==================== block 1
==> block_1/final_placement.png <==
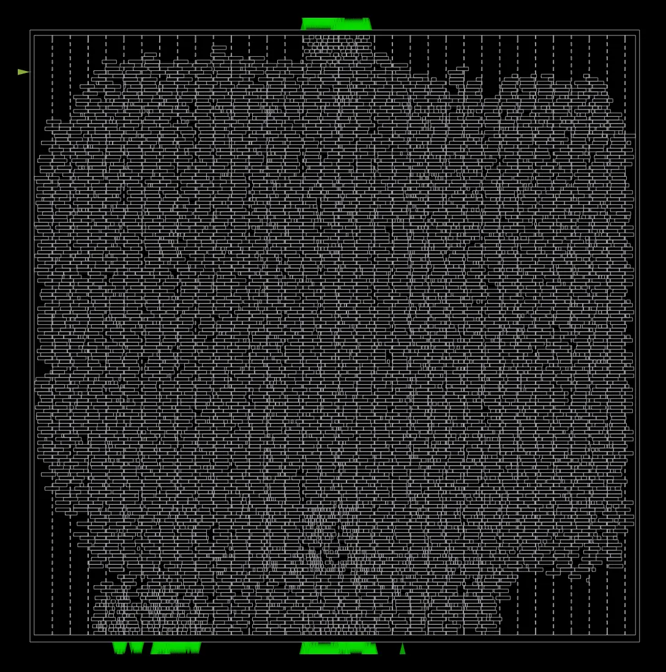
==> block_1/zoom.png <==
Bar = 10 µm. Window x 222 to 247, y 129 to 154 µm. Cells in grey, sequential cells in the stronger grey; small squares are vias.
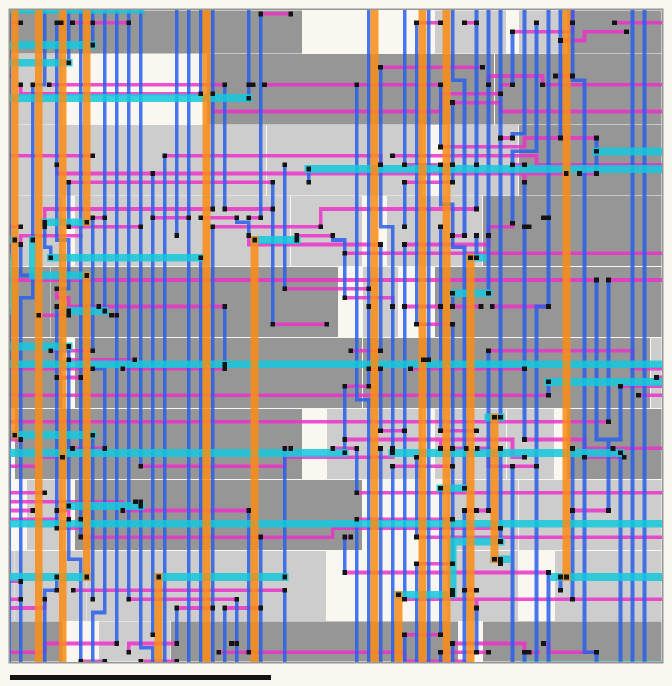
**src/rtl/perceptron_commit_pkg.sv**
```systemverilog
// Shared predictor constants and the table-initialisation FSM state type.
package perceptron_commit_pkg;

    localparam int TABLE_DEPTH = 64;
    localparam int IDX_W       = 6;
    localparam int HIST_W      = 16;
    localparam int WEIGHT_W    = 48;
    localparam int BIAS_W      = 2;
    localparam int STATUS_W    = 2;
    localparam int CNT_W       = 16;

    typedef enum logic {
        ST_INIT = 1'b0,
        ST_RUN  = 1'b1
    } pc_state_e;

endpackage

```
**src/rtl/perceptron_commit_ghr_unit.sv**
```systemverilog
// Global history registers: speculative history advanced by fetch predictions,
// committed history advanced by resolved branches, and misprediction recovery.
module ghr_unit
    import perceptron_commit_pkg::*;
(
    input  logic              clk,
    input  logic              rst,
    input  logic              run,
    input  logic              upd_valid,
    input  logic              branch_direction,
    input  logic              mispredict,
    input  logic              pred_valid,
    input  logic              pred_dir,
    output logic [HIST_W-1:0] spec_ghr,
    output logic [HIST_W-1:0] commit_ghr
);

    logic [HIST_W-1:0] commit_next;

    // Committed history with the resolved outcome shifted in (bit 0 is newest).
    always_comb begin
        commit_next = {commit_ghr[HIST_W-2:0], branch_direction};
    end

    // History update: recovery from a mispredict beats a same-cycle prediction.
    always_ff @(posedge clk or posedge rst) begin
        if (rst) begin
            spec_ghr   <= '0;
            commit_ghr <= '0;
        end else if (run) begin
            if (upd_valid) begin
                commit_ghr <= commit_next;
            end
            if (upd_valid && mispredict) begin
                spec_ghr <= commit_next;
            end else if (pred_valid && !mispredict) begin
                spec_ghr <= {spec_ghr[HIST_W-2:0], pred_dir};
            end
        end
    end

endmodule

```
**src/rtl/perceptron_commit.sv**
```systemverilog
// Perceptron predictor table with a one-entry write buffer, read bypass,
// power-up clearing sweep, history registers and a misprediction counter.
module perceptron_commit
    import perceptron_commit_pkg::*;
(
    input  logic                clk,
    input  logic                rst,
    input  logic                upd_valid,
    input  logic [IDX_W:1]      upd_index,
    input  logic [WEIGHT_W:1]   upd_weight,
    input  logic [BIAS_W:1]     upd_bias,
    input  logic [STATUS_W:1]   upd_status,
    input  logic                en_2,
    input  logic                en_3,
    input  logic                branch_direction,
    input  logic                mispredict,
    input  logic                pred_valid,
    input  logic                pred_dir,
    input  logic [IDX_W:1]      lookup_index,
    output logic [WEIGHT_W:1]   rd_weight,
    output logic [BIAS_W:1]     rd_bias,
    output logic [STATUS_W:1]   rd_status,
    output logic [HIST_W:1]     spec_GHR,
    output logic [HIST_W:1]     commit_GHR,
    output logic                ready,
    output logic [CNT_W:1]      mispred_cnt
);

    function automatic logic [CNT_W-1:0] sat_inc(input logic [CNT_W-1:0] v);
        return (&v) ? v : v + 1'b1;
    endfunction

    pc_state_e            state_q, state_d;
    logic [IDX_W-1:0]     init_idx_q, init_idx_d;
    logic                 run;
    logic                 accept;

    logic                 vld_p1;
    logic [IDX_W-1:0]     wb_idx_p1;
    logic [WEIGHT_W-1:0]  wb_weight_p1;
    logic [BIAS_W-1:0]    wb_bias_p1;
    logic [STATUS_W-1:0]  wb_status_p1;
    logic                 wb_en2_p1;
    logic                 wb_en3_p1;

    logic [WEIGHT_W-1:0]  weight_mem [TABLE_DEPTH];
    logic [BIAS_W-1:0]    bias_mem   [TABLE_DEPTH];
    logic [STATUS_W-1:0]  status_mem [TABLE_DEPTH];

    logic [CNT_W-1:0]     cnt_q;
    logic [HIST_W-1:0]    spec_ghr;
    logic [HIST_W-1:0]    commit_ghr;

    assign run         = (state_q == ST_RUN);
    assign ready       = run;
    assign accept      = run && upd_valid && (en_2 || en_3);
    assign mispred_cnt = cnt_q;
    assign spec_GHR    = spec_ghr;
    assign commit_GHR  = commit_ghr;

    // FSM state and clearing-sweep index registers.
    always_ff @(posedge clk or posedge rst) begin
        if (rst) begin
            state_q    <= ST_INIT;
            init_idx_q <= '0;
        end else begin
            state_q    <= state_d;
            init_idx_q <= init_idx_d;
        end
    end

    // Next state: sweep one entry per cycle, enter RUN after the last entry.
    always_comb begin
        state_d    = state_q;
        init_idx_d = init_idx_q;
        case (state_q)
            ST_INIT: begin
                init_idx_d = init_idx_q + 1'b1;
                if (init_idx_q == IDX_W'(TABLE_DEPTH - 1)) begin
                    state_d = ST_RUN;
                end
            end
            ST_RUN:  state_d = ST_RUN;
            default: state_d = ST_INIT;
        endcase
    end

    // Stage p0 -> p1: write-buffer valid; a new accept replaces a committing entry.
    always_ff @(posedge clk or posedge rst) begin
        if (rst) begin
            vld_p1 <= 1'b0;
        end else begin
            vld_p1 <= accept;
        end
    end

    // Stage p0 -> p1: write-buffer payload, qualified by vld_p1.
    always_ff @(posedge clk) begin
        if (accept) begin
            wb_idx_p1    <= upd_index;
            wb_weight_p1 <= upd_weight;
            wb_bias_p1   <= upd_bias;
            wb_status_p1 <= upd_status;
            wb_en2_p1    <= en_2;
            wb_en3_p1    <= en_3;
        end
    end

    // Stage p1 -> table: clearing sweep in INIT, buffered field writes in RUN.
    always_ff @(posedge clk) begin
        if (state_q == ST_INIT) begin
            weight_mem[init_idx_q] <= '0;
            bias_mem[init_idx_q]   <= '0;
            status_mem[init_idx_q] <= '0;
        end else if (vld_p1) begin
            if (wb_en3_p1) begin
                weight_mem[wb_idx_p1] <= wb_weight_p1;
            end
            if (wb_en2_p1) begin
                bias_mem[wb_idx_p1]   <= wb_bias_p1;
                status_mem[wb_idx_p1] <= wb_status_p1;
            end
        end
    end

    // Fetch read with bypass of enabled fields from a matching buffered update.
    always_comb begin
        rd_weight = weight_mem[lookup_index];
        rd_bias   = bias_mem[lookup_index];
        rd_status = status_mem[lookup_index];
        if (vld_p1 && (wb_idx_p1 == lookup_index)) begin
            if (wb_en3_p1) begin
                rd_weight = wb_weight_p1;
            end
            if (wb_en2_p1) begin
                rd_bias   = wb_bias_p1;
                rd_status = wb_status_p1;
            end
        end
    end

    // Saturating count of resolved mispredictions.
    always_ff @(posedge clk or posedge rst) begin
        if (rst) begin
            cnt_q <= '0;
        end else if (run && upd_valid && mispredict) begin
            cnt_q <= sat_inc(cnt_q);
        end
    end

    ghr_unit u_ghr (
        .clk              (clk),
        .rst              (rst),
        .run              (run),
        .upd_valid        (upd_valid),
        .branch_direction (branch_direction),
        .mispredict       (mispredict),
        .pred_valid       (pred_valid),
        .pred_dir         (pred_dir),
        .spec_ghr         (spec_ghr),
        .commit_ghr       (commit_ghr)
    );

endmodule

```
**config.mk**
```make
export PLATFORM = sky130hd
export DESIGN_NAME = perceptron_commit
export DESIGN_NICKNAME = d
export VERILOG_FILES = /design/src/rtl/perceptron_commit_pkg.sv /design/src/rtl/perceptron_commit_ghr_unit.sv /design/src/rtl/perceptron_commit.sv
export SDC_FILE = /design/constraint.sdc
export NUM_CORES = 2
export LEC_CHECK = 0
export CAP_MARGIN = 0
export CORE_AREA = 3 3 467 469
export DETAILED_ROUTE_END_ITERATION = 12
export DIE_AREA = 0 0 470 472
export GPL_TIMING_DRIVEN = 0
export PLACE_DENSITY_LB_ADDON = 0.25
export SLEW_MARGIN = 10
export SYNTH_ARGS = -nofsm -noshare
export SYNTH_HDL_FRONTEND = slang
export SYNTH_SLANG_ARGS = --single-unit
```
**constraint.sdc**
```tcl
create_clock -name clk -period 5.2 [get_ports clk]
set_input_delay 1.04 -clock clk [delete_from_list [all_inputs] [get_ports clk]]
set_output_delay 1.04 -clock clk [all_outputs]
set_load 0.005 [all_outputs]
```
==> impl_metrics.yaml <==
# synthesis and place-and-route metrics
sta:
  finalCriticalPeriod_ns: 5.30
  holdWs_ns: 0.496
  setup_violators_final: 12
  worst_slack_ns: -0.104
final_layout:
  mostFrequentLayoutCell: "edfxtp_1"
  ff_latch_area_um2: 103000
synth:
  netlist.top_cell.by_instances: "edfxtp_1"
  netlist_top_cells_area: "edfxtp_1 (77%), mux4_2 (11%), mux2_2 (2.7%), a22oi_1 (1.4%), dfrtp_1 (1.1%)"
  xor_area_share_pct: 0.165
setup_path:
  crit_path_start_kind: "input port"
  cp_cell_sequence: "buf_6, buf_6, buf_6, buf_6, buf_2, a211oi_1, a2111oi_2, nor4_4, nor3_4, clkdlybuf4s50_1"
  timing.critical_path.to: "rd_weight[2]"
clock_network:
  clock_sink_count: 3444
  cts_hold_repair.buffers: 0
  clock-root-buffer: "clkbuf_16"
  worstSkewPairLatency_ns: 0.96
power_and_ir_drop:
  report.power.total_mw: 56.3
  largest_power_group: "sequential cells"
  power.density_nw_per_um2: 361
  powerClk_mw: 24.2
  power.clock.fraction_pct: 43.0
status:
  violations: "negative setup slack"
  outcome: "finished with violations"
worst_hold_path:
  hold_path.startpoint: "u_ghr.spec_ghr[15]"
place:
  placedInstanceArea_um2: 142000
drt:
  wl_per_cell_um: 34.5
About block_1/final_placement.png:
post-route core utilization: 72.7%
layout filler cell count: 11655
final instance count without filler cells: 10114
share of cell area taken by flip-flops and latches: 66.2%
core footprint: 214000 µm²

About block_1/zoom.png:
| colour | layer |
|---|---|
| magenta | met1 |
| blue | met2 |
| cyan | met3 |
| orange | met4 |
most frequent: edfxtp_1 (12), and2_2 (6), nor2_1 (4)
netlist names of flops here include: weight_mem (12)
cells with their middle in the window: 33
sequential cells in the window: 12

per-layer routing:
metal	vias up	global-route usage (%)	share of wire (%)	wire, µm
met5	-	0	0.015	54
met4	8	16.0	5.7	20000
met3	845	7.30	9.9	34500
met2	4360	51.6	50	175000
met1	36145	39.8	34	120000
li1	27808	-	-	-
flip-flops by register name, summed over array words and instances, names as in the netlist, 6 cells and up:
register          cells
weight_mem         3072
bias_mem            128
status_mem          128
wb_weight_p1         48
mispred_cnt          16
u_ghr.commit_ghr     16
u_ghr.spec_ghr       16
init_idx_q            6
wb_idx_p1             6
logic make-up after synthesis:
group | Yosys count
compound gates | 680
xor+xnor | 25
buf+inv | 376
fa+ha+maj | 2
mux | 1066
flops | 3444
simple gates | 721
cell type report:
| cell class | instances | share of cell area, % |
|---|---|---|
| antenna | 6 | 0.00963 |
| buffer | 361 | 1.53 |
| clock buffer | 419 | 5.85 |
| clock inverter | 177 | 1.08 |
| inverter | 10 | 0.0241 |
| multi-input combinational | 2494 | 19.3 |
| sequential | 3444 | 66.2 |
| tap | 2838 | 2.28 |
| timing repair buffer | 365 | 3.78 |

==================== block 2
File: src/rtl/debounce_pkg.sv
// -----------------------------------------------------------------------------
// debounce_pkg
//   Shared definitions for the push-button debouncer family.
//   - deb_state_e : per-channel debounce state (LOW, RISING, HIGH, FALLING)
//   - cnt_width   : counter width able to hold values 0..n, i.e. clog2(n+1)
// -----------------------------------------------------------------------------
package debounce_pkg;

   typedef enum logic [1:0] {
      ST_LOW     = 2'b00,  // clean = 0, input agrees
      ST_RISING  = 2'b01,  // clean = 0, counting toward 1
      ST_HIGH    = 2'b10,  // clean = 1, input agrees
      ST_FALLING = 2'b11   // clean = 1, counting toward 0
   } deb_state_e;

   function automatic int unsigned cnt_width(input int unsigned n);
      return $clog2(n + 1);
   endfunction

endpackage : debounce_pkg

File: src/rtl/debounce_channel.sv
// -----------------------------------------------------------------------------
// debounce_channel
//   One debounce channel: SYNC_STAGES-deep synchroniser, stability counter
//   with a four-state FSM, registered press/release pulses and an optional
//   long-press detector.
//
// Ports
//   clock        in  system clock, all state on rising edge
//   reset        in  synchronous active-high reset
//   button_i     in  raw asynchronous input
//   clean_o      out debounced level
//   press_o      out one-cycle pulse in the first cycle clean_o reads 1
//   release_o    out one-cycle pulse in the first cycle clean_o reads 0
//   long_press_o out one-cycle pulse once clean_o has been high LONG_CYCLES
//                    cycles; constant 0 when LONG_CYCLES == 0
// -----------------------------------------------------------------------------
module debounce_channel
   import debounce_pkg::*;
#(
   parameter int unsigned STABLE_CYCLES = 1000000,
   parameter int unsigned SYNC_STAGES   = 2,
   parameter int unsigned LONG_CYCLES   = 50000000
) (
   input  logic clock,
   input  logic reset,
   input  logic button_i,
   output logic clean_o,
   output logic press_o,
   output logic release_o,
   output logic long_press_o
);

   localparam int unsigned    CW   = cnt_width(STABLE_CYCLES);
   localparam logic [CW-1:0]  TERM = CW'(STABLE_CYCLES - 1);

   // ---------------------------------------------------------------------
   // Synchroniser
   // ---------------------------------------------------------------------
   logic [SYNC_STAGES-1:0] sync_q;
   logic                   s;

   always_ff @(posedge clock) begin
      if (reset) begin
         sync_q <= '0;
      end else begin
         sync_q <= {sync_q[SYNC_STAGES-2:0], button_i};
      end
   end

   assign s = sync_q[SYNC_STAGES-1];

   // ---------------------------------------------------------------------
   // Debounce FSM and stability counter
   // ---------------------------------------------------------------------
   deb_state_e     state_q, state_d;
   logic [CW-1:0]  cnt_q, cnt_d;
   logic           press_q, press_d;
   logic           release_q, release_d;
   logic           clean;

   assign clean = (state_q == ST_HIGH) || (state_q == ST_FALLING);

   // Leaving LOW/HIGH already counts the first disagreeing cycle, so the
   // counter holds 1 on entry to RISING/FALLING. This matches a plain
   // "count while s != clean" counter cycle for cycle.
   always_comb begin
      state_d   = state_q;
      cnt_d     = '0;
      press_d   = 1'b0;
      release_d = 1'b0;
      unique case (state_q)
         ST_LOW: begin
            if (s) begin
               state_d = ST_RISING;
               cnt_d   = CW'(1);
            end
         end
         ST_RISING: begin
            if (!s) begin
               state_d = ST_LOW;
            end else if (cnt_q == TERM) begin
               state_d = ST_HIGH;
               press_d = 1'b1;
            end else begin
               cnt_d = cnt_q + CW'(1);
            end
         end
         ST_HIGH: begin
            if (!s) begin
               state_d = ST_FALLING;
               cnt_d   = CW'(1);
            end
         end
         ST_FALLING: begin
            if (s) begin
               state_d = ST_HIGH;
            end else if (cnt_q == TERM) begin
               state_d   = ST_LOW;
               release_d = 1'b1;
            end else begin
               cnt_d = cnt_q + CW'(1);
            end
         end
         default: begin
            state_d = ST_LOW;
         end
      endcase
   end

   always_ff @(posedge clock) begin
      if (reset) begin
         state_q   <= ST_LOW;
         cnt_q     <= '0;
         press_q   <= 1'b0;
         release_q <= 1'b0;
      end else begin
         state_q   <= state_d;
         cnt_q     <= cnt_d;
         press_q   <= press_d;
         release_q <= release_d;
      end
   end

   assign clean_o   = clean;
   assign press_o   = press_q;
   assign release_o = release_q;

   // ---------------------------------------------------------------------
   // Long-press detector
   // ---------------------------------------------------------------------
   generate
      if (LONG_CYCLES > 0) begin : g_long
         localparam int unsigned   HW       = cnt_width(LONG_CYCLES);
         localparam logic [HW-1:0] HOLD_MAX = HW'(LONG_CYCLES);

         logic [HW-1:0] hold_q, hold_d;
         logic          long_q, long_d;

         // Only clean == 0 clears the hold count, so a bounce that parks
         // the FSM in FALLING cannot re-arm the pulse; saturation makes it
         // fire at most once per press.
         always_comb begin
            hold_d = hold_q;
            long_d = 1'b0;
            if (!clean) begin
               hold_d = '0;
            end else if (hold_q != HOLD_MAX) begin
               hold_d = hold_q + HW'(1);
               long_d = (hold_q == (HOLD_MAX - HW'(1)));
            end
         end

         always_ff @(posedge clock) begin
            if (reset) begin
               hold_q <= '0;
               long_q <= 1'b0;
            end else begin
               hold_q <= hold_d;
               long_q <= long_d;
            end
         end

         assign long_press_o = long_q;
      end else begin : g_no_long
         assign long_press_o = 1'b0;
      end
   endgenerate

endmodule : debounce_channel

File: src/rtl/multi_debouncer.sv
// -----------------------------------------------------------------------------
// multi_debouncer
//   CHANNELS independent debounce channels sharing only clock and reset.
//
// Ports (bit i belongs to channel i)
//   clock        in  system clock
//   reset        in  synchronous active-high reset
//   button_i     in  raw asynchronous button/switch inputs
//   clean_o      out debounced levels
//   press_o      out one-cycle pulses on clean rise
//   release_o    out one-cycle pulses on clean fall ("release" alone is a
//                    reserved word, hence the suffixed names)
//   long_press_o out one-cycle long-press pulses
// -----------------------------------------------------------------------------
module multi_debouncer #(
   parameter int unsigned CHANNELS      = 4,
   parameter int unsigned STABLE_CYCLES = 1000000,
   parameter int unsigned SYNC_STAGES   = 2,
   parameter int unsigned LONG_CYCLES   = 50000000
) (
   input  logic                clock,
   input  logic                reset,
   input  logic [CHANNELS-1:0] button_i,
   output logic [CHANNELS-1:0] clean_o,
   output logic [CHANNELS-1:0] press_o,
   output logic [CHANNELS-1:0] release_o,
   output logic [CHANNELS-1:0] long_press_o
);

   generate
      for (genvar i = 0; i < CHANNELS; i++) begin : g_ch
         debounce_channel #(
            .STABLE_CYCLES (STABLE_CYCLES),
            .SYNC_STAGES   (SYNC_STAGES),
            .LONG_CYCLES   (LONG_CYCLES)
         ) u_channel (
            .clock        (clock),
            .reset        (reset),
            .button_i     (button_i[i]),
            .clean_o      (clean_o[i]),
            .press_o      (press_o[i]),
            .release_o    (release_o[i]),
            .long_press_o (long_press_o[i])
         );
      end
   endgenerate

endmodule : multi_debouncer

File: config.mk
export PLATFORM = sky130hd
export DESIGN_NAME = multi_debouncer
export DESIGN_NICKNAME = d
export VERILOG_FILES = /design/src/rtl/debounce_pkg.sv /design/src/rtl/debounce_channel.sv /design/src/rtl/multi_debouncer.sv
export SDC_FILE = /design/constraint.sdc
export NUM_CORES = 1
export LEC_CHECK = 0
export CORE_MARGIN = 10
export CORE_UTILIZATION = 30
export CTS_CLUSTER_SIZE = 30
export DETAILED_ROUTE_END_ITERATION = 16
export GPL_ROUTABILITY_DRIVEN = 1
export PLACE_DENSITY_LB_ADDON = 0.15
export RECOVER_POWER = 50
export SYNTH_ARGS = -nofsm -noshare
export SYNTH_HDL_FRONTEND = slang
export SYNTH_SLANG_ARGS = --single-unit
File: constraint.sdc
create_clock -name clock -period 1.98 [get_ports clock]
set_clock_uncertainty 0.1 [all_clocks]
set_input_delay 0.396 -clock clock [delete_from_list [all_inputs] [get_ports clock]]
set_output_delay 0.396 -clock clock [all_outputs]
set_load 0.01 [all_outputs]
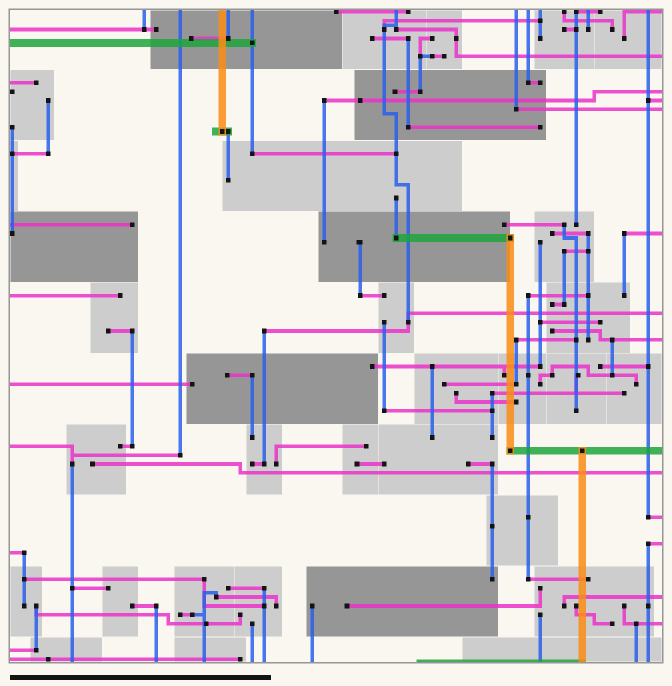
(block_2/zoom.png)
Bar = 10 µm. Window x 88 to 113, y 48 to 73 µm. Cells in grey, sequential cells in the stronger grey; small squares are vias.
| colour | layer |
|---|---|
| green | met3 |
| orange | met4 |
| blue | met2 |
| magenta | met1 |
sequential cells in the window: 6
cells with their middle in the window: 30
most frequent: dfxtp_1 (6), xnor2_1 (3), nor2_1 (3)
netlist names of flops here include: g_ch.u_channel.cnt_q (6)

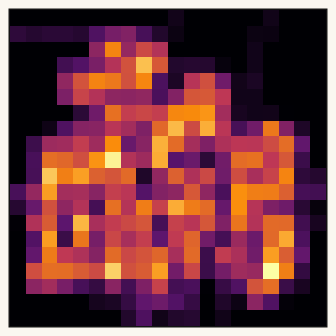
(block_2/wire_density.png)
20 x 20 tiles, from black (low) to pale yellow (high), scaled to the fullest tile. Values are wire area over tile area, all layers added.
mean over tiles: 0.086
tiles over half the peak: 28%
emptiest ninth of the die: upper right

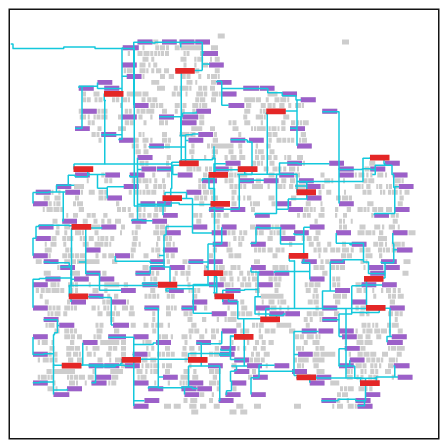
(block_2/clock_map.png)
[red] cells driving clock nets | count: 26
[cyan] clock wires | length: 3240 µm
[purple] flip-flops | count: 212
flops lie: spread over the die

==> impl_metrics.yaml <==
# synthesis and place-and-route metrics
final_layout:
  ff_latch_area_um2: 4260
  mostFrequentLayoutCell: "dfxtp_1"
  num-fill-cells: 3321
  antenna_cells_inserted: 0
  combGateArea_um2: 5280
sta:
  worst_slack_ns: -0.0783
  setup_violators_final: 22
synth:
  xor_area_share_pct: 7.90
  yosys.area_share.simple_pct: 31.4
  floorplan.nets: 1170
  netlist_top_cells_area: "dfxtp_1 (43%), a21oi_1 (4.5%), xor2_1 (4.3%), nor2_1 (4.0%), xnor2_1 (3.6%)"
  synthCells: 1152
floorplanning:
  boundaryPins: 22
  dieArea_um2: 40500
setup_path:
  critical_path.slowest_cell: "or4_4"
  reg2reg_depth: 4
  cpMostUsedCell: "or4_4"
  timing.rr.end: "g_ch[3].u_channel.release_o"
  r2r_start: "g_ch[3].u_channel.cnt_q[11]"
status:
  outcome: "finished with violations"
  violations: "negative setup slack"
drt:
  route.final.wire_length_um: 22600
power_and_ir_drop:
  static-leakage-power_nw: 3.91
clock_network:
  clk_pin_slew_ns: 0.06
  clock_sink_count: 212
worst_hold_path:
  hold_path_class: "input port to flip-flop"
place:
  dpl.hpwl_um: 15900
grt:
  grt-ovfl-total: 0
[sequential cells by signal, indices dropped and copies added (netlist names), named ones only]
| signal | cells |
|---|---|
| g_ch.u_channel.g_long.hold_q | 104 |
| g_ch.u_channel.press_o | 4 |
| g_ch.u_channel.cnt_q | 80 |
| g_ch.u_channel.state_q | 4 |
| g_ch.u_channel.sync_q | 8 |
| g_ch.u_channel.release_o | 4 |
| g_ch.u_channel.long_press_o | 4 |
[routing by layer]
layer | up-vias | global-route usage (%) | share of wire [%] | wire length, µm
met5 | - | 0 | 0 | 0
met4 | 0 | 2.71 | 1.3 | 299
met3 | 21 | 1.80 | 3.1 | 696
met2 | 75 | 18.6 | 47 | 10600
met1 | 3994 | 14.2 | 49 | 11000
li1 | 4436 | - | - | -
[report_power, final]
group / switching [mW] / internal, mW
logic: 0.0219 / 0.0274
clock network: 1.91 / 3.17
registers: 0.00838 / 4.28
total: 1.94 / 7.47
[layout make-up]
type | instances | share of cell area, %
timing repair buffer | 162 | 10.2
clock inverter | 12 | 1.51
multi-input combinational | 843 | 42.4
tap | 442 | 4.44
inverter | 37 | 1.12
clock buffer | 36 | 6.01
sequential | 212 | 34.2

==================== block 3
### src/rtl/uart_transmitter.sv
// uart_transmitter: UART send engine that shifts a byte out LSB-first on tx, paced by baud_tick,
// framed by a start bit, an optional parity bit and 1 or 2 stop bits.
module uart_transmitter #(
  parameter int DATA_BITS = 8,
  parameter int PARITY    = 0,
  parameter int STOP_BITS = 1
) (
  input  logic                 clk,
  input  logic                 reset,
  input  logic                 baud_tick,
  input  logic                 tx_start,
  input  logic [DATA_BITS-1:0] tx_data,
  output logic                 tx,
  output logic                 tx_ready,
  output logic                 tx_done
);
  typedef enum logic [2:0] {IDLE, ARMED, START, DATA, PAR, STOP} state_t;
  state_t               state;
  logic [DATA_BITS-1:0] shift;
  logic [2:0]           bit_cnt;
  logic                 stop_cnt;
  logic                 parity;
  if (DATA_BITS < 5 || DATA_BITS > 8 || PARITY < 0 || PARITY > 2 || STOP_BITS < 1 || STOP_BITS > 2) begin : g_bad_params
    $error("uart_transmitter: unsupported parameter combination");
  end
  always_ff @(posedge clk) begin
    if (reset) begin
      state    <= IDLE;
      tx       <= 1'b1;
      tx_ready <= 1'b1;
      tx_done  <= 1'b0;
      shift    <= '0;
      bit_cnt  <= '0;
      stop_cnt <= 1'b0;
      parity   <= 1'b0;
    end else begin
      tx_done <= 1'b0;
      if (state == IDLE) begin
        if (tx_start) begin
          shift    <= tx_data;
          parity   <= (PARITY == 2) ? ~^tx_data : ^tx_data;
          state    <= ARMED;
          tx_ready <= 1'b0;
        end
      end else if (baud_tick) begin
        case (state)
          ARMED: begin
            tx    <= 1'b0;
            state <= START;
          end
          START: begin
            tx      <= shift[0];
            shift   <= shift >> 1;
            bit_cnt <= '0;
            state   <= DATA;
          end
          DATA: begin
            // bit_cnt indexes the data bit currently on the line
            if (bit_cnt == 3'(DATA_BITS - 1)) begin
              tx       <= (PARITY != 0) ? parity : 1'b1;
              state    <= (PARITY != 0) ? PAR : STOP;
              stop_cnt <= 1'b0;
            end else begin
              tx      <= shift[0];
              shift   <= shift >> 1;
              bit_cnt <= bit_cnt + 3'd1;
            end
          end
          PAR: begin
            tx       <= 1'b1;
            state    <= STOP;
            stop_cnt <= 1'b0;
          end
          STOP: begin
            if (stop_cnt == 1'(STOP_BITS - 1)) begin
              state    <= IDLE;
              tx_done  <= 1'b1;
              tx_ready <= 1'b1;
            end else begin
              stop_cnt <= stop_cnt + 1'b1;
            end
          end
          default: state <= IDLE;
        endcase
      end
    end
  end
endmodule

### config.mk
export PLATFORM = sky130hd
export DESIGN_NAME = uart_transmitter
export DESIGN_NICKNAME = d
export VERILOG_FILES = /design/src/rtl/uart_transmitter.sv
export SDC_FILE = /design/constraint.sdc
export NUM_CORES = 1
export LEC_CHECK = 0
export ABC_AREA = 1
export CAP_MARGIN = 40
export CORE_MARGIN = 2
export CORE_UTILIZATION = 41
export DETAILED_ROUTE_END_ITERATION = 10
export GPL_TIMING_DRIVEN = 0
export PLACE_DENSITY = 0.65
export RECOVER_POWER = 100
export SLEW_MARGIN = 10
export SYNTH_ARGS = -nofsm -noshare
export SYNTH_HDL_FRONTEND = slang
export SYNTH_SLANG_ARGS = --single-unit
### constraint.sdc
create_clock -name clk -period 1.7 [get_ports clk]
set_input_delay 0.17 -clock clk [delete_from_list [all_inputs] [get_ports clk]]
set_output_delay 0.17 -clock clk [all_outputs]
set_load 0.1 [all_outputs]
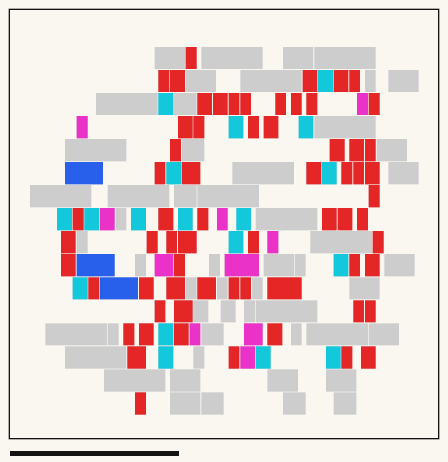
(block_3/gate_families.png)
Bar = 20 µm.
| colour | family | cells | most used |
|---|---|---|---|
| magenta | NOR gates | 10 | nor2_1 |
| cyan | inverting AOI/OAI gates | 18 | a21oi_1 |
| blue | adder and majority cells | 3 | ha_1 |
| red | NAND gates | 65 | nand2_1 |

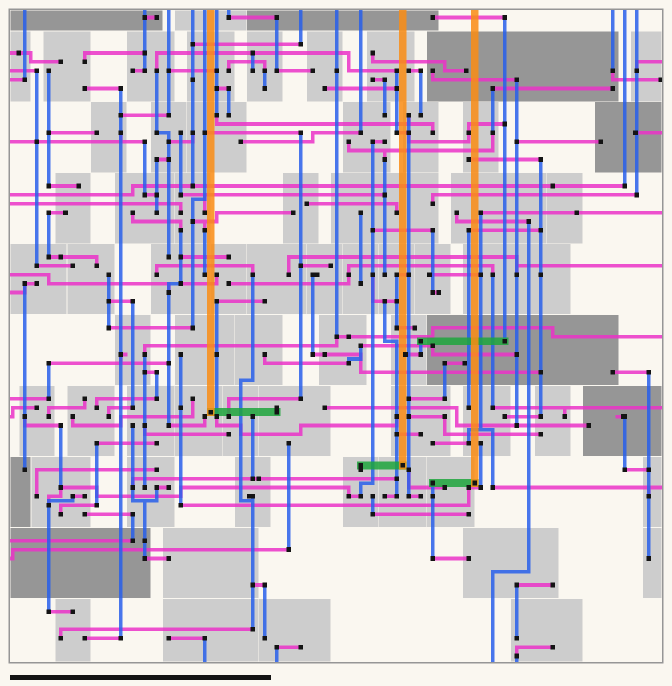
(block_3/zoom.png)
Bar = 10 µm. Window x 13 to 38, y 3 to 28 µm. Cells in grey, sequential cells in the stronger grey; small squares are vias.
| colour | layer |
|---|---|
| orange | met4 |
| blue | met2 |
| green | met3 |
| magenta | met1 |
most frequent: nand2_1 (11), inv_1 (7), nand3_1 (6)
cells with their middle in the window: 59
sequential cells in the window: 3

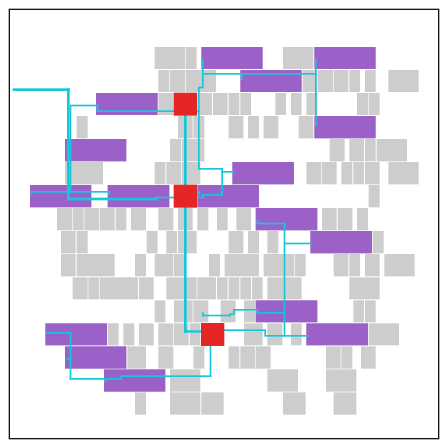
(block_3/clock_map.png)
[red] cells driving clock nets | count: 3
[cyan] clock wires | length: 222 µm
[purple] flip-flops | count: 17
routed clock nets: 4

==> impl_metrics.yaml <==
# synthesis and place-and-route metrics
setup_path:
  worst_ep_arrival_time_ns: 1.44
  reg2reg_depth: 6
  slowest_delay_ns: 0.49
floorplanning:
  boundaryPins: 15
clock_network:
  cts_tree: "done"
  cts.path.max_buffers: 2
grt:
  globalRouteTotalUtil_pct: 18.3
  grt_start_max_net_pins: 11
sta:
  tightestPinTransition_ns: 0.506
  grt_setup_unrepaired: "no"
  finalCriticalPeriod_ns: 1.61
  fin_worst_skew_ns: 0.00449
power_and_ir_drop:
  report.power.total_mw: 1.47
  power.clock.fraction_pct: 15.3
drt:
  route.vias.total: 880
final_layout:
  mostFrequentLayoutCell: "nand2_1"
synth:
  synthDominantCellAreaShare_pct: 38.3
  yosysTopAreaCell: "dfxtp_1"
status:
  outcome: "completed"
place:
  placedInstanceArea_um2: 1110
  dp_cells: 172
metal layers:
metal	part of all wire, %	wire length, µm	global-route usage (%)
met5	0	0	0
met4	3.6	76	9.46
met3	3.0	62	3.27
met2	47	980	28.9
met1	47	980	23.7
cells by family after synthesis:
group,share of synthesized area [%]
and+or+nand+nor,39.9
buffers and inverters,7.46
DFF,38.3
adders and majority gates,4.23
AOI/OAI and AO/OA,10.1
worst max path at each step:
stage	start	endpoint	slack, ns	cells after the start
2_1_floorplan	bit_cnt[0]	shift[0]	0.35	8
3_3_place_gp	tx	tx	0.08	1
3_5_place_dp	bit_cnt[0]	shift[3]	0.13	8
4_1_cts	bit_cnt[0]	shift[3]	0.11	8
5_1_grt	bit_cnt[0]	shift[2]	0.01	8
6_report	tx_ready	tx_ready	0.09	2
sequential cells by signal, indices dropped and copies added, names as in the netlist, named ones only:
register  flops
tx            1
bit_cnt       3
tx_done       1
state         2
shift         8
tx_ready      1
critical path: cells and delay by family, from the launching register on:
kind / cells / cell delay, ns
flip-flops: 1 / 0.37
buffers and inverters: 2 / 0.77

==================== block 4
[config.mk]
export PLATFORM = sky130hd
export DESIGN_NAME = pipelined_mux_tree
export DESIGN_NICKNAME = d
export VERILOG_FILES = /design/src/rtl/pipelined_mux_tree.sv
export SDC_FILE = /design/constraint.sdc
export NUM_CORES = 1
export LEC_CHECK = 0
export CORE_ASPECT_RATIO = 0.75
export CORE_MARGIN = 2
export CORE_UTILIZATION = 38
export DETAILED_ROUTE_END_ITERATION = 8
export PLACE_DENSITY_LB_ADDON = 0.3
export SYNTH_ARGS = -nofsm -noshare
export SYNTH_HDL_FRONTEND = slang
export SYNTH_SLANG_ARGS = --single-unit
[constraint.sdc]
create_clock -name clk -period 1.9 [get_ports clk]
set_input_delay 0.285 -clock clk [delete_from_list [all_inputs] [get_ports clk]]
set_output_delay 0.285 -clock clk [all_outputs]
set_load 0.005 [all_outputs]
[src/rtl/pipelined_mux_tree.sv]
// Radix-R N:1 mux tree with one register stage per tree level and a
// valid/ready handshake whose stall chain lets bubbles collapse.
module pipelined_mux_tree #(
  parameter int M = 8,
  parameter int N = 16,
  parameter int R = 4,
  localparam int SW = $clog2(N),
  localparam int B = (R == 4) ? 2 : 1,
  localparam int L = (SW + B - 1) / B
) (
  input  logic           clk,
  input  logic           rst,
  input  logic [N*M-1:0] in_data,
  input  logic [SW-1:0]  in_sel,
  input  logic           in_valid,
  output logic           in_ready,
  output logic [M-1:0]   out_data,
  output logic           out_sel_err,
  output logic           out_valid,
  input  logic           out_ready
);
  localparam int PW = L * B;
  localparam int LV = R ** L;

  logic [LV*M-1:0] leaf;
  logic [PW-1:0]   sel_p;
  logic            err_in;

  assign leaf   = (LV*M)'(in_data);
  assign sel_p  = PW'(in_sel);
  assign err_in = 32'(in_sel) >= 32'(N);

  for (genvar j = 0; j < L; j++) begin : st
    localparam int CNT = R ** (L - 1 - j);
    localparam int UW  = (L - j) * B;

    logic [CNT*R*M-1:0] up_d;
    logic [UW-1:0]      up_s;
    logic               up_v;
    logic               up_e;
    logic               dn;
    logic               adv;
    logic               v;
    logic               e;
    logic [CNT*M-1:0]   nxt;
    logic [CNT*M-1:0]   d;

    if (j == 0) begin : g_up0
      assign up_d = leaf;
      assign up_s = sel_p;
      assign up_v = in_valid;
      assign up_e = err_in;
    end else begin : g_upn
      assign up_d = st[j-1].d;
      assign up_s = st[j-1].g_s.s;
      assign up_v = st[j-1].v;
      assign up_e = st[j-1].e;
    end

    if (j == L - 1) begin : g_dnl
      assign dn = out_ready;
    end else begin : g_dnn
      assign dn = st[j+1].adv;
    end

    assign adv = !v || dn;

    always_comb begin
      nxt = '0;
      for (int g = 0; g < CNT; g++)
        nxt[g*M +: M] = up_d[(g*R + int'(up_s[B-1:0]))*M +: M];
    end

    // Payload only moves with a real beat, so bubbles never disturb it.
    always_ff @(posedge clk) begin
      if (rst) begin
        v <= 1'b0;
        e <= 1'b0;
        d <= '0;
      end else if (adv) begin
        v <= up_v;
        if (up_v) begin
          e <= up_e;
          d <= up_e ? '0 : nxt;
        end
      end
    end

    if (j < L - 1) begin : g_s
      logic [UW-B-1:0] s;
      always_ff @(posedge clk) begin
        if (rst)
          s <= '0;
        else if (adv && up_v)
          s <= up_s[UW-1:B];
      end
    end
  end

  assign in_ready    = st[0].adv;
  assign out_valid   = st[L-1].v;
  assign out_data    = st[L-1].d;
  assign out_sel_err = st[L-1].e;

endmodule

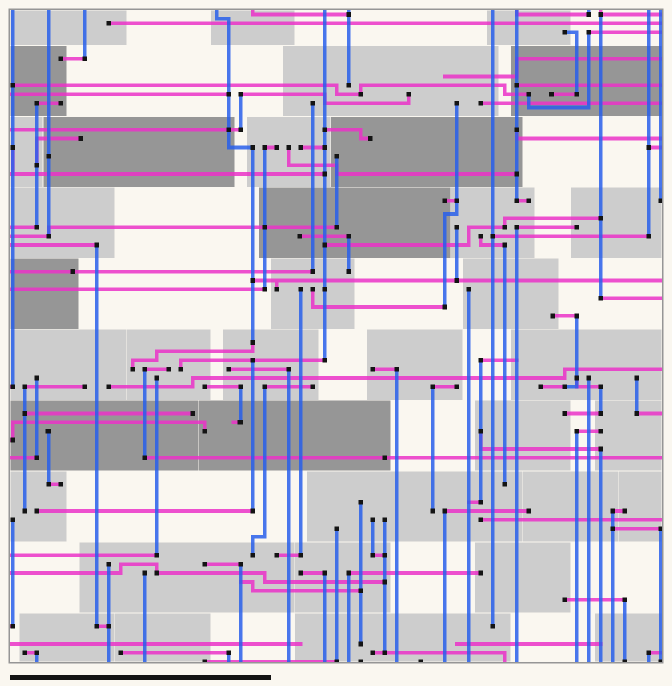
(block_4/zoom.png)
Bar = 10 µm. Window x 36 to 61, y 9 to 34 µm. Cells in grey, sequential cells in the stronger grey; small squares are vias.
| colour | layer |
|---|---|
| blue | met2 |
| magenta | met1 |
sequential cells in the window: 6
netlist names of flops here include: st.d (6)
most frequent: clkdlybuf4s50_1 (11), mux4_2 (6), dfxtp_1 (6)
cells with their middle in the window: 29

==> impl_metrics.yaml <==
# synthesis and place-and-route metrics
status:
  outcome: "completed"
sta:
  finalCriticalPeriod_ns: 1.86
  post-route-period-util_pct: 97.9
  slew_violations: 0
clock_network:
  clk_pin_slew_ns: 0.07
synth:
  netlist.top_cell.by_instances: "dfxtp_1"
  yosys.area_share.simple_pct: 3.51
  flop_cell: "dfxtp_1"
  syn_avg_cell_area_um2: 13.8
grt:
  globalRouteTotalUtil_pct: 20.2
  use_met3_pct: 4.75
drt:
  route.vias.total: 2128
  drt_iter0_markers: 80
final_layout:
  syn2layout_area_growth_pct: 66.8
run:
  tool_warnings: 26
place:
  dpl.hpwl_um: 5510
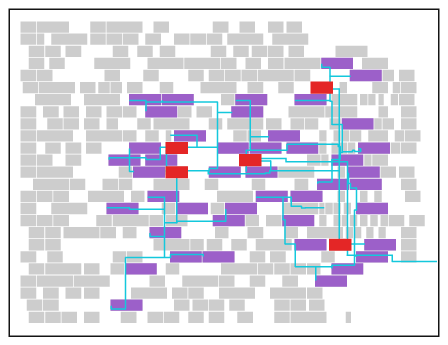
(block_4/clock_map.png)
[red] cells driving clock nets | count: 5
[purple] flip-flops | count: 44
[cyan] clock wires | length: 529 µm
routed clock nets: 6

## area by class of cell
cell class                 instances  share of cell area (%)
clock buffer                       8                    2.23
inverter                           3                   0.340
multi-input combinational        110                    34.7
sequential                        44                    21.8
tap                               81                    2.50
timing repair buffer             155                    38.5
## cell families after synthesis
kind of cell           Yosys count
AND-OR/OR-AND                   55
buffers and inverters           22
flip-flops                      44
multiplexers                    40
other                            1
AND/OR/NAND/NOR                 14
## report_power, final
group          internal (mW)  leakage, nW  switching, mW
logic                  0.451         1.05          0.172
registers              0.985        0.362         0.0375
clock network          0.297       0.0455          0.302
total                   1.73         1.46          0.511
## state kept, by name, summed over array words and instances (netlist names)
name / flops
out_valid: 1
st.d: 32
st.v: 1
st.g_s.s: 2
out_data: 8
## per-stage QoR
| stage | utilization, % | hold WS, ns | cells |
|---|---|---|---|
| global route | 65.0 | 0.500 | 401 |
| floorplan | - | 0.354 | 176 |
| finish | 65.0 | 0.477 | 401 |
| CTS | 65.0 | 0.481 | 401 |
| detailed placement | 63.6 | 0.465 | 393 |
| global placement | 63.6 | 0.452 | 393 |
## critical path, stage by stage
cell             delay, ns
clkdlybuf4s50_1       0.49
and3b_4               0.22
inv_4                 0.08
clkdlybuf4s50_1       0.50

==================== block 5
==> block_5/zoom.png <==
Bar = 10 µm. Window x 16 to 41, y 5 to 30 µm. Cells in grey, sequential cells in the stronger grey; small squares are vias.
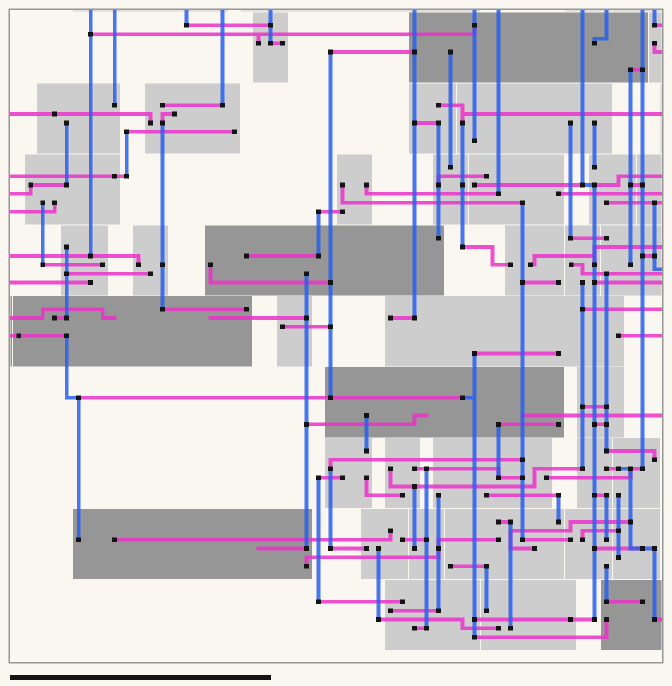
==> block_5/clock_map.png <==
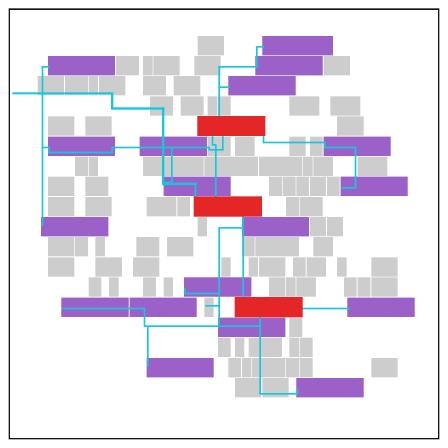
**src/rtl/uart_tx.sv**
```systemverilog
// UART transmitter clocked at the bit rate: start bit, DATA_WIDTH data bits LSB first,
// optional parity bit, stop bit. Define UART_TX_HOLD_BUF_EN to add a one-word hold buffer and the Buf_Full output.
module uart_tx #(
  parameter int DATA_WIDTH = 8
) (
  input  logic                  Clk,
  input  logic                  Rst,
  input  logic [DATA_WIDTH-1:0] P_DATA,
  input  logic                  Data_Valid,
  input  logic                  PAR_EN,
  input  logic                  PAR_TYP,
  output logic                  TX_OUT,
  output logic                  Busy
`ifdef UART_TX_HOLD_BUF_EN
  ,
  output logic                  Buf_Full
`endif
);

  // state  | meaning
  // IDLE   | line high, waiting for a word
  // START  | start bit (0) on the line
  // DATA   | data bit cnt on the line
  // PARITY | parity bit on the line
  // STOP   | stop bit (1) on the line
  typedef enum logic [2:0] {IDLE, START, DATA, PARITY, STOP} state_t;

  localparam int CW = (DATA_WIDTH > 1) ? $clog2(DATA_WIDTH) : 1;
  localparam logic [CW-1:0] LAST = CW'(DATA_WIDTH - 1);

  state_t                  state;
  logic [CW-1:0]           cnt;
  logic [DATA_WIDTH-1:0]   shreg;
  logic                    par_en_q;
  logic                    par_bit_q;
  logic                    in_par;

`ifdef UART_TX_HOLD_BUF_EN
  logic [DATA_WIDTH-1:0]   buf_data;
  logic                    buf_par_en;
  logic                    buf_par_bit;
`endif

  // Parity is resolved at capture time so later input changes cannot affect it.
  assign in_par = (^P_DATA) ^ PAR_TYP;

  always_ff @(posedge Clk or negedge Rst) begin
    if (!Rst) begin
      state     <= IDLE;
      cnt       <= '0;
      shreg     <= '0;
      par_en_q  <= 1'b0;
      par_bit_q <= 1'b0;
      TX_OUT    <= 1'b1;
      Busy      <= 1'b0;
`ifdef UART_TX_HOLD_BUF_EN
      buf_data    <= '0;
      buf_par_en  <= 1'b0;
      buf_par_bit <= 1'b0;
      Buf_Full    <= 1'b0;
`endif
    end else begin
`ifdef UART_TX_HOLD_BUF_EN
      if (Busy && Data_Valid && !Buf_Full) begin
        buf_data    <= P_DATA;
        buf_par_en  <= PAR_EN;
        buf_par_bit <= in_par;
        Buf_Full    <= 1'b1;
      end
`endif
      case (state)
        IDLE: begin
          TX_OUT <= 1'b1;
          Busy   <= 1'b0;
`ifdef UART_TX_HOLD_BUF_EN
          // A word captured on the final STOP edge is still waiting here.
          if (Buf_Full) begin
            shreg     <= buf_data;
            par_en_q  <= buf_par_en;
            par_bit_q <= buf_par_bit;
            Buf_Full  <= Data_Valid;
            if (Data_Valid) begin
              buf_data    <= P_DATA;
              buf_par_en  <= PAR_EN;
              buf_par_bit <= in_par;
            end
            TX_OUT <= 1'b0;
            Busy   <= 1'b1;
            state  <= START;
          end else
`endif
          if (Data_Valid) begin
            shreg     <= P_DATA;
            par_en_q  <= PAR_EN;
            par_bit_q <= in_par;
            TX_OUT    <= 1'b0;
            Busy      <= 1'b1;
            state     <= START;
          end
        end

        START: begin
          TX_OUT <= shreg[0];
          shreg  <= shreg >> 1;
          cnt    <= '0;
          state  <= DATA;
        end

        DATA: begin
          if (cnt == LAST) begin
            cnt <= '0;
            if (par_en_q) begin
              TX_OUT <= par_bit_q;
              state  <= PARITY;
            end else begin
              TX_OUT <= 1'b1;
              state  <= STOP;
            end
          end else begin
            TX_OUT <= shreg[0];
            shreg  <= shreg >> 1;
            cnt    <= cnt + CW'(1);
          end
        end

        PARITY: begin
          TX_OUT <= 1'b1;
          state  <= STOP;
        end

        STOP: begin
`ifdef UART_TX_HOLD_BUF_EN
          if (Buf_Full) begin
            shreg     <= buf_data;
            par_en_q  <= buf_par_en;
            par_bit_q <= buf_par_bit;
            Buf_Full  <= Data_Valid;
            if (Data_Valid) begin
              buf_data    <= P_DATA;
              buf_par_en  <= PAR_EN;
              buf_par_bit <= in_par;
            end
            TX_OUT <= 1'b0;
            Busy   <= 1'b1;
            state  <= START;
          end else
`endif
          begin
            TX_OUT <= 1'b1;
            Busy   <= 1'b0;
            state  <= IDLE;
          end
        end

        default: begin
          TX_OUT <= 1'b1;
          Busy   <= 1'b0;
          cnt    <= '0;
          state  <= IDLE;
        end
      endcase
    end
  end

endmodule

```
**config.mk**
```make
export PLATFORM = sky130hd
export DESIGN_NAME = uart_tx
export DESIGN_NICKNAME = d
export VERILOG_FILES = /design/src/rtl/uart_tx.sv
export SDC_FILE = /design/constraint.sdc
export NUM_CORES = 1
export LEC_CHECK = 0
export ABC_CLOCK_PERIOD_IN_PS = 1940
export CAP_MARGIN = 25
export CORE_MARGIN = 2
export CORE_UTILIZATION = 35
export CTS_BUF_LIST = sky130_fd_sc_hd__clkbuf_16
export CTS_CLUSTER_SIZE = 16
export DETAILED_ROUTE_END_ITERATION = 10
export GPL_TIMING_DRIVEN = 0
export PLACE_DENSITY = 0.54
export SLEW_MARGIN = 20
export SYNTH_ARGS = -nofsm -noshare
export SYNTH_HDL_FRONTEND = slang
export SYNTH_SLANG_ARGS = --single-unit
```
**constraint.sdc**
```tcl
create_clock -name Clk -period 1.94 [get_ports Clk]
set_input_delay 0.194 -clock Clk [delete_from_list [all_inputs] [get_ports Clk]]
set_output_delay 0.194 -clock Clk [all_outputs]
set_load 0.02 [all_outputs]
```
==> impl_metrics.yaml <==
# synthesis and place-and-route metrics
run:
  tool_warnings: 26
drt:
  antenna_violation_net_count_after_detailed_routing: 0
  met2WireLength_um: 917
grt:
  antenna_found_initial: 0
  grt_start_max_net_pins: 19
setup_path:
  reg2reg_depth: 7
  crit_family: "adder cells"
  worst_ep_arrival_time_ns: 1.96
  timing.critical_path.to: "shreg[6]"
power_and_ir_drop:
  ir_drop_uv: 831
  powerClk_mw: 0.408
clock_network:
  clk_pin_slew_ns: 0.05
final_layout:
  inverters_excl_clock: 2
  antenna_cells_inserted: 0
  syn2layout_area_growth_pct: 25.4
  biggestCellCategory: "logic gates"
  sh_seq_area_pct: 35.5
  multi_input_comb_cells: 70
status:
  outcome: "completed"
synth:
  syn_avg_cell_area_um2: 10.7
  ys_chip_area_um2: 1010
  enable_flop_cells: 0
place:
  dpl.hpwl_um: 1370
About block_5/zoom.png:
| colour | layer |
|---|---|
| magenta | met1 |
| blue | met2 |
sequential cells in the window: 5
netlist names of flops here include: cnt (2), state (2)
most frequent: nor2_1 (5), mux2i_1 (5), dfrtp_1 (5)
cells with their middle in the window: 35

About block_5/clock_map.png:
[purple] flip-flops | count: 18
[red] cells driving clock nets | count: 3
[cyan] clock wires | length: 256 µm
flops lie: spread over the die

[synth_stat cells (2+ instances only)]
cell	count	share of area [%]
a21oi_1	9	4.4
a21oi_2	2	1.7
buf_2	2	0.99
buf_6	2	2.2
dfrtp_1	17	42
ha_1	2	2.5
inv_1	2	0.74
mux2_2	2	2.2
mux2i_1	10	9.9
nand2_1	4	1.5
nand2b_1	2	1.2
nand3_1	2	0.99
nand3b_1	2	1.5
nor2_1	10	3.7
nor2b_1	2	1.2
nor3_1	3	1.5
o21ai_0	6	3.0
xnor2_1	5	4.3
[state kept, by name, indices dropped and copies added (netlist names)]
signal     flops
TX_OUT         1
Busy           1
par_en_q       1
state          3
par_bit_q      1
shreg          8
cnt            3
[metrics by stage]
| step | hold slack, ns | instances | setup WS [ns] |
|---|---|---|---|
| finish | 0.442 | 144 | 0.158 |
| global route | 0.499 | 144 | 0.00342 |
| CTS | 0.473 | 144 | 0.0722 |
| detailed placement | 0.508 | 140 | 0.0850 |
| global placement | 0.501 | 140 | 0.101 |
| floorplan | -0.102 | 95 | 0.295 |


## Gallery

Selected gate families.
picture 1
Bar = 50 µm.
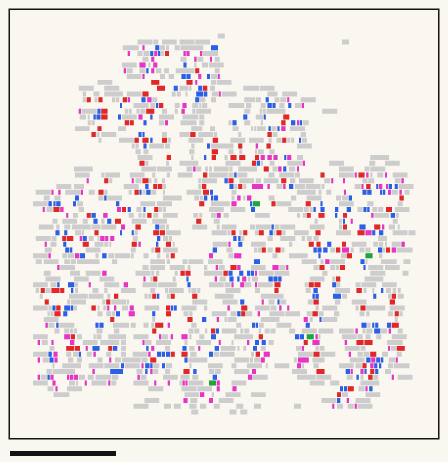
picture 2
Bar = 20 µm.
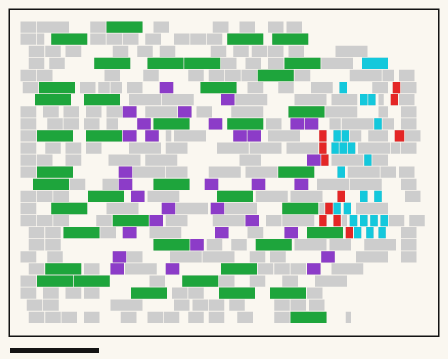
picture 3
Bar = 20 µm.
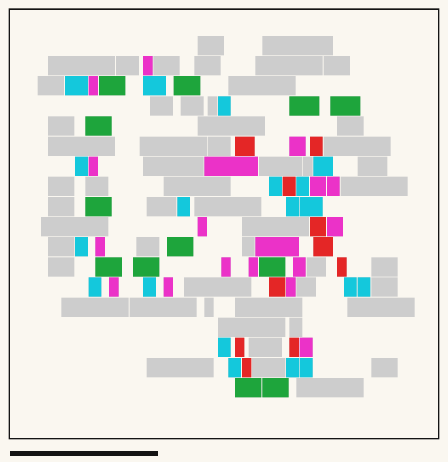
| from | picture |
|---|---|
| block 2 | picture 1 |
| block 4 | picture 2 |
| block 5 | picture 3 |
Of these, smallest die: picture 3

Key to picture 2:
| colour | family | cells | most used |
|---|---|---|---|
| green | multiplexers | 40 | mux4_2 |
| red | NAND gates | 11 | nand3_1 |
| cyan | inverting AOI/OAI gates | 23 | a21oi_1 |
| purple | AND-OR and OR-AND gates | 32 | a22o_1 |

Power and IR drop assume default switching activity.
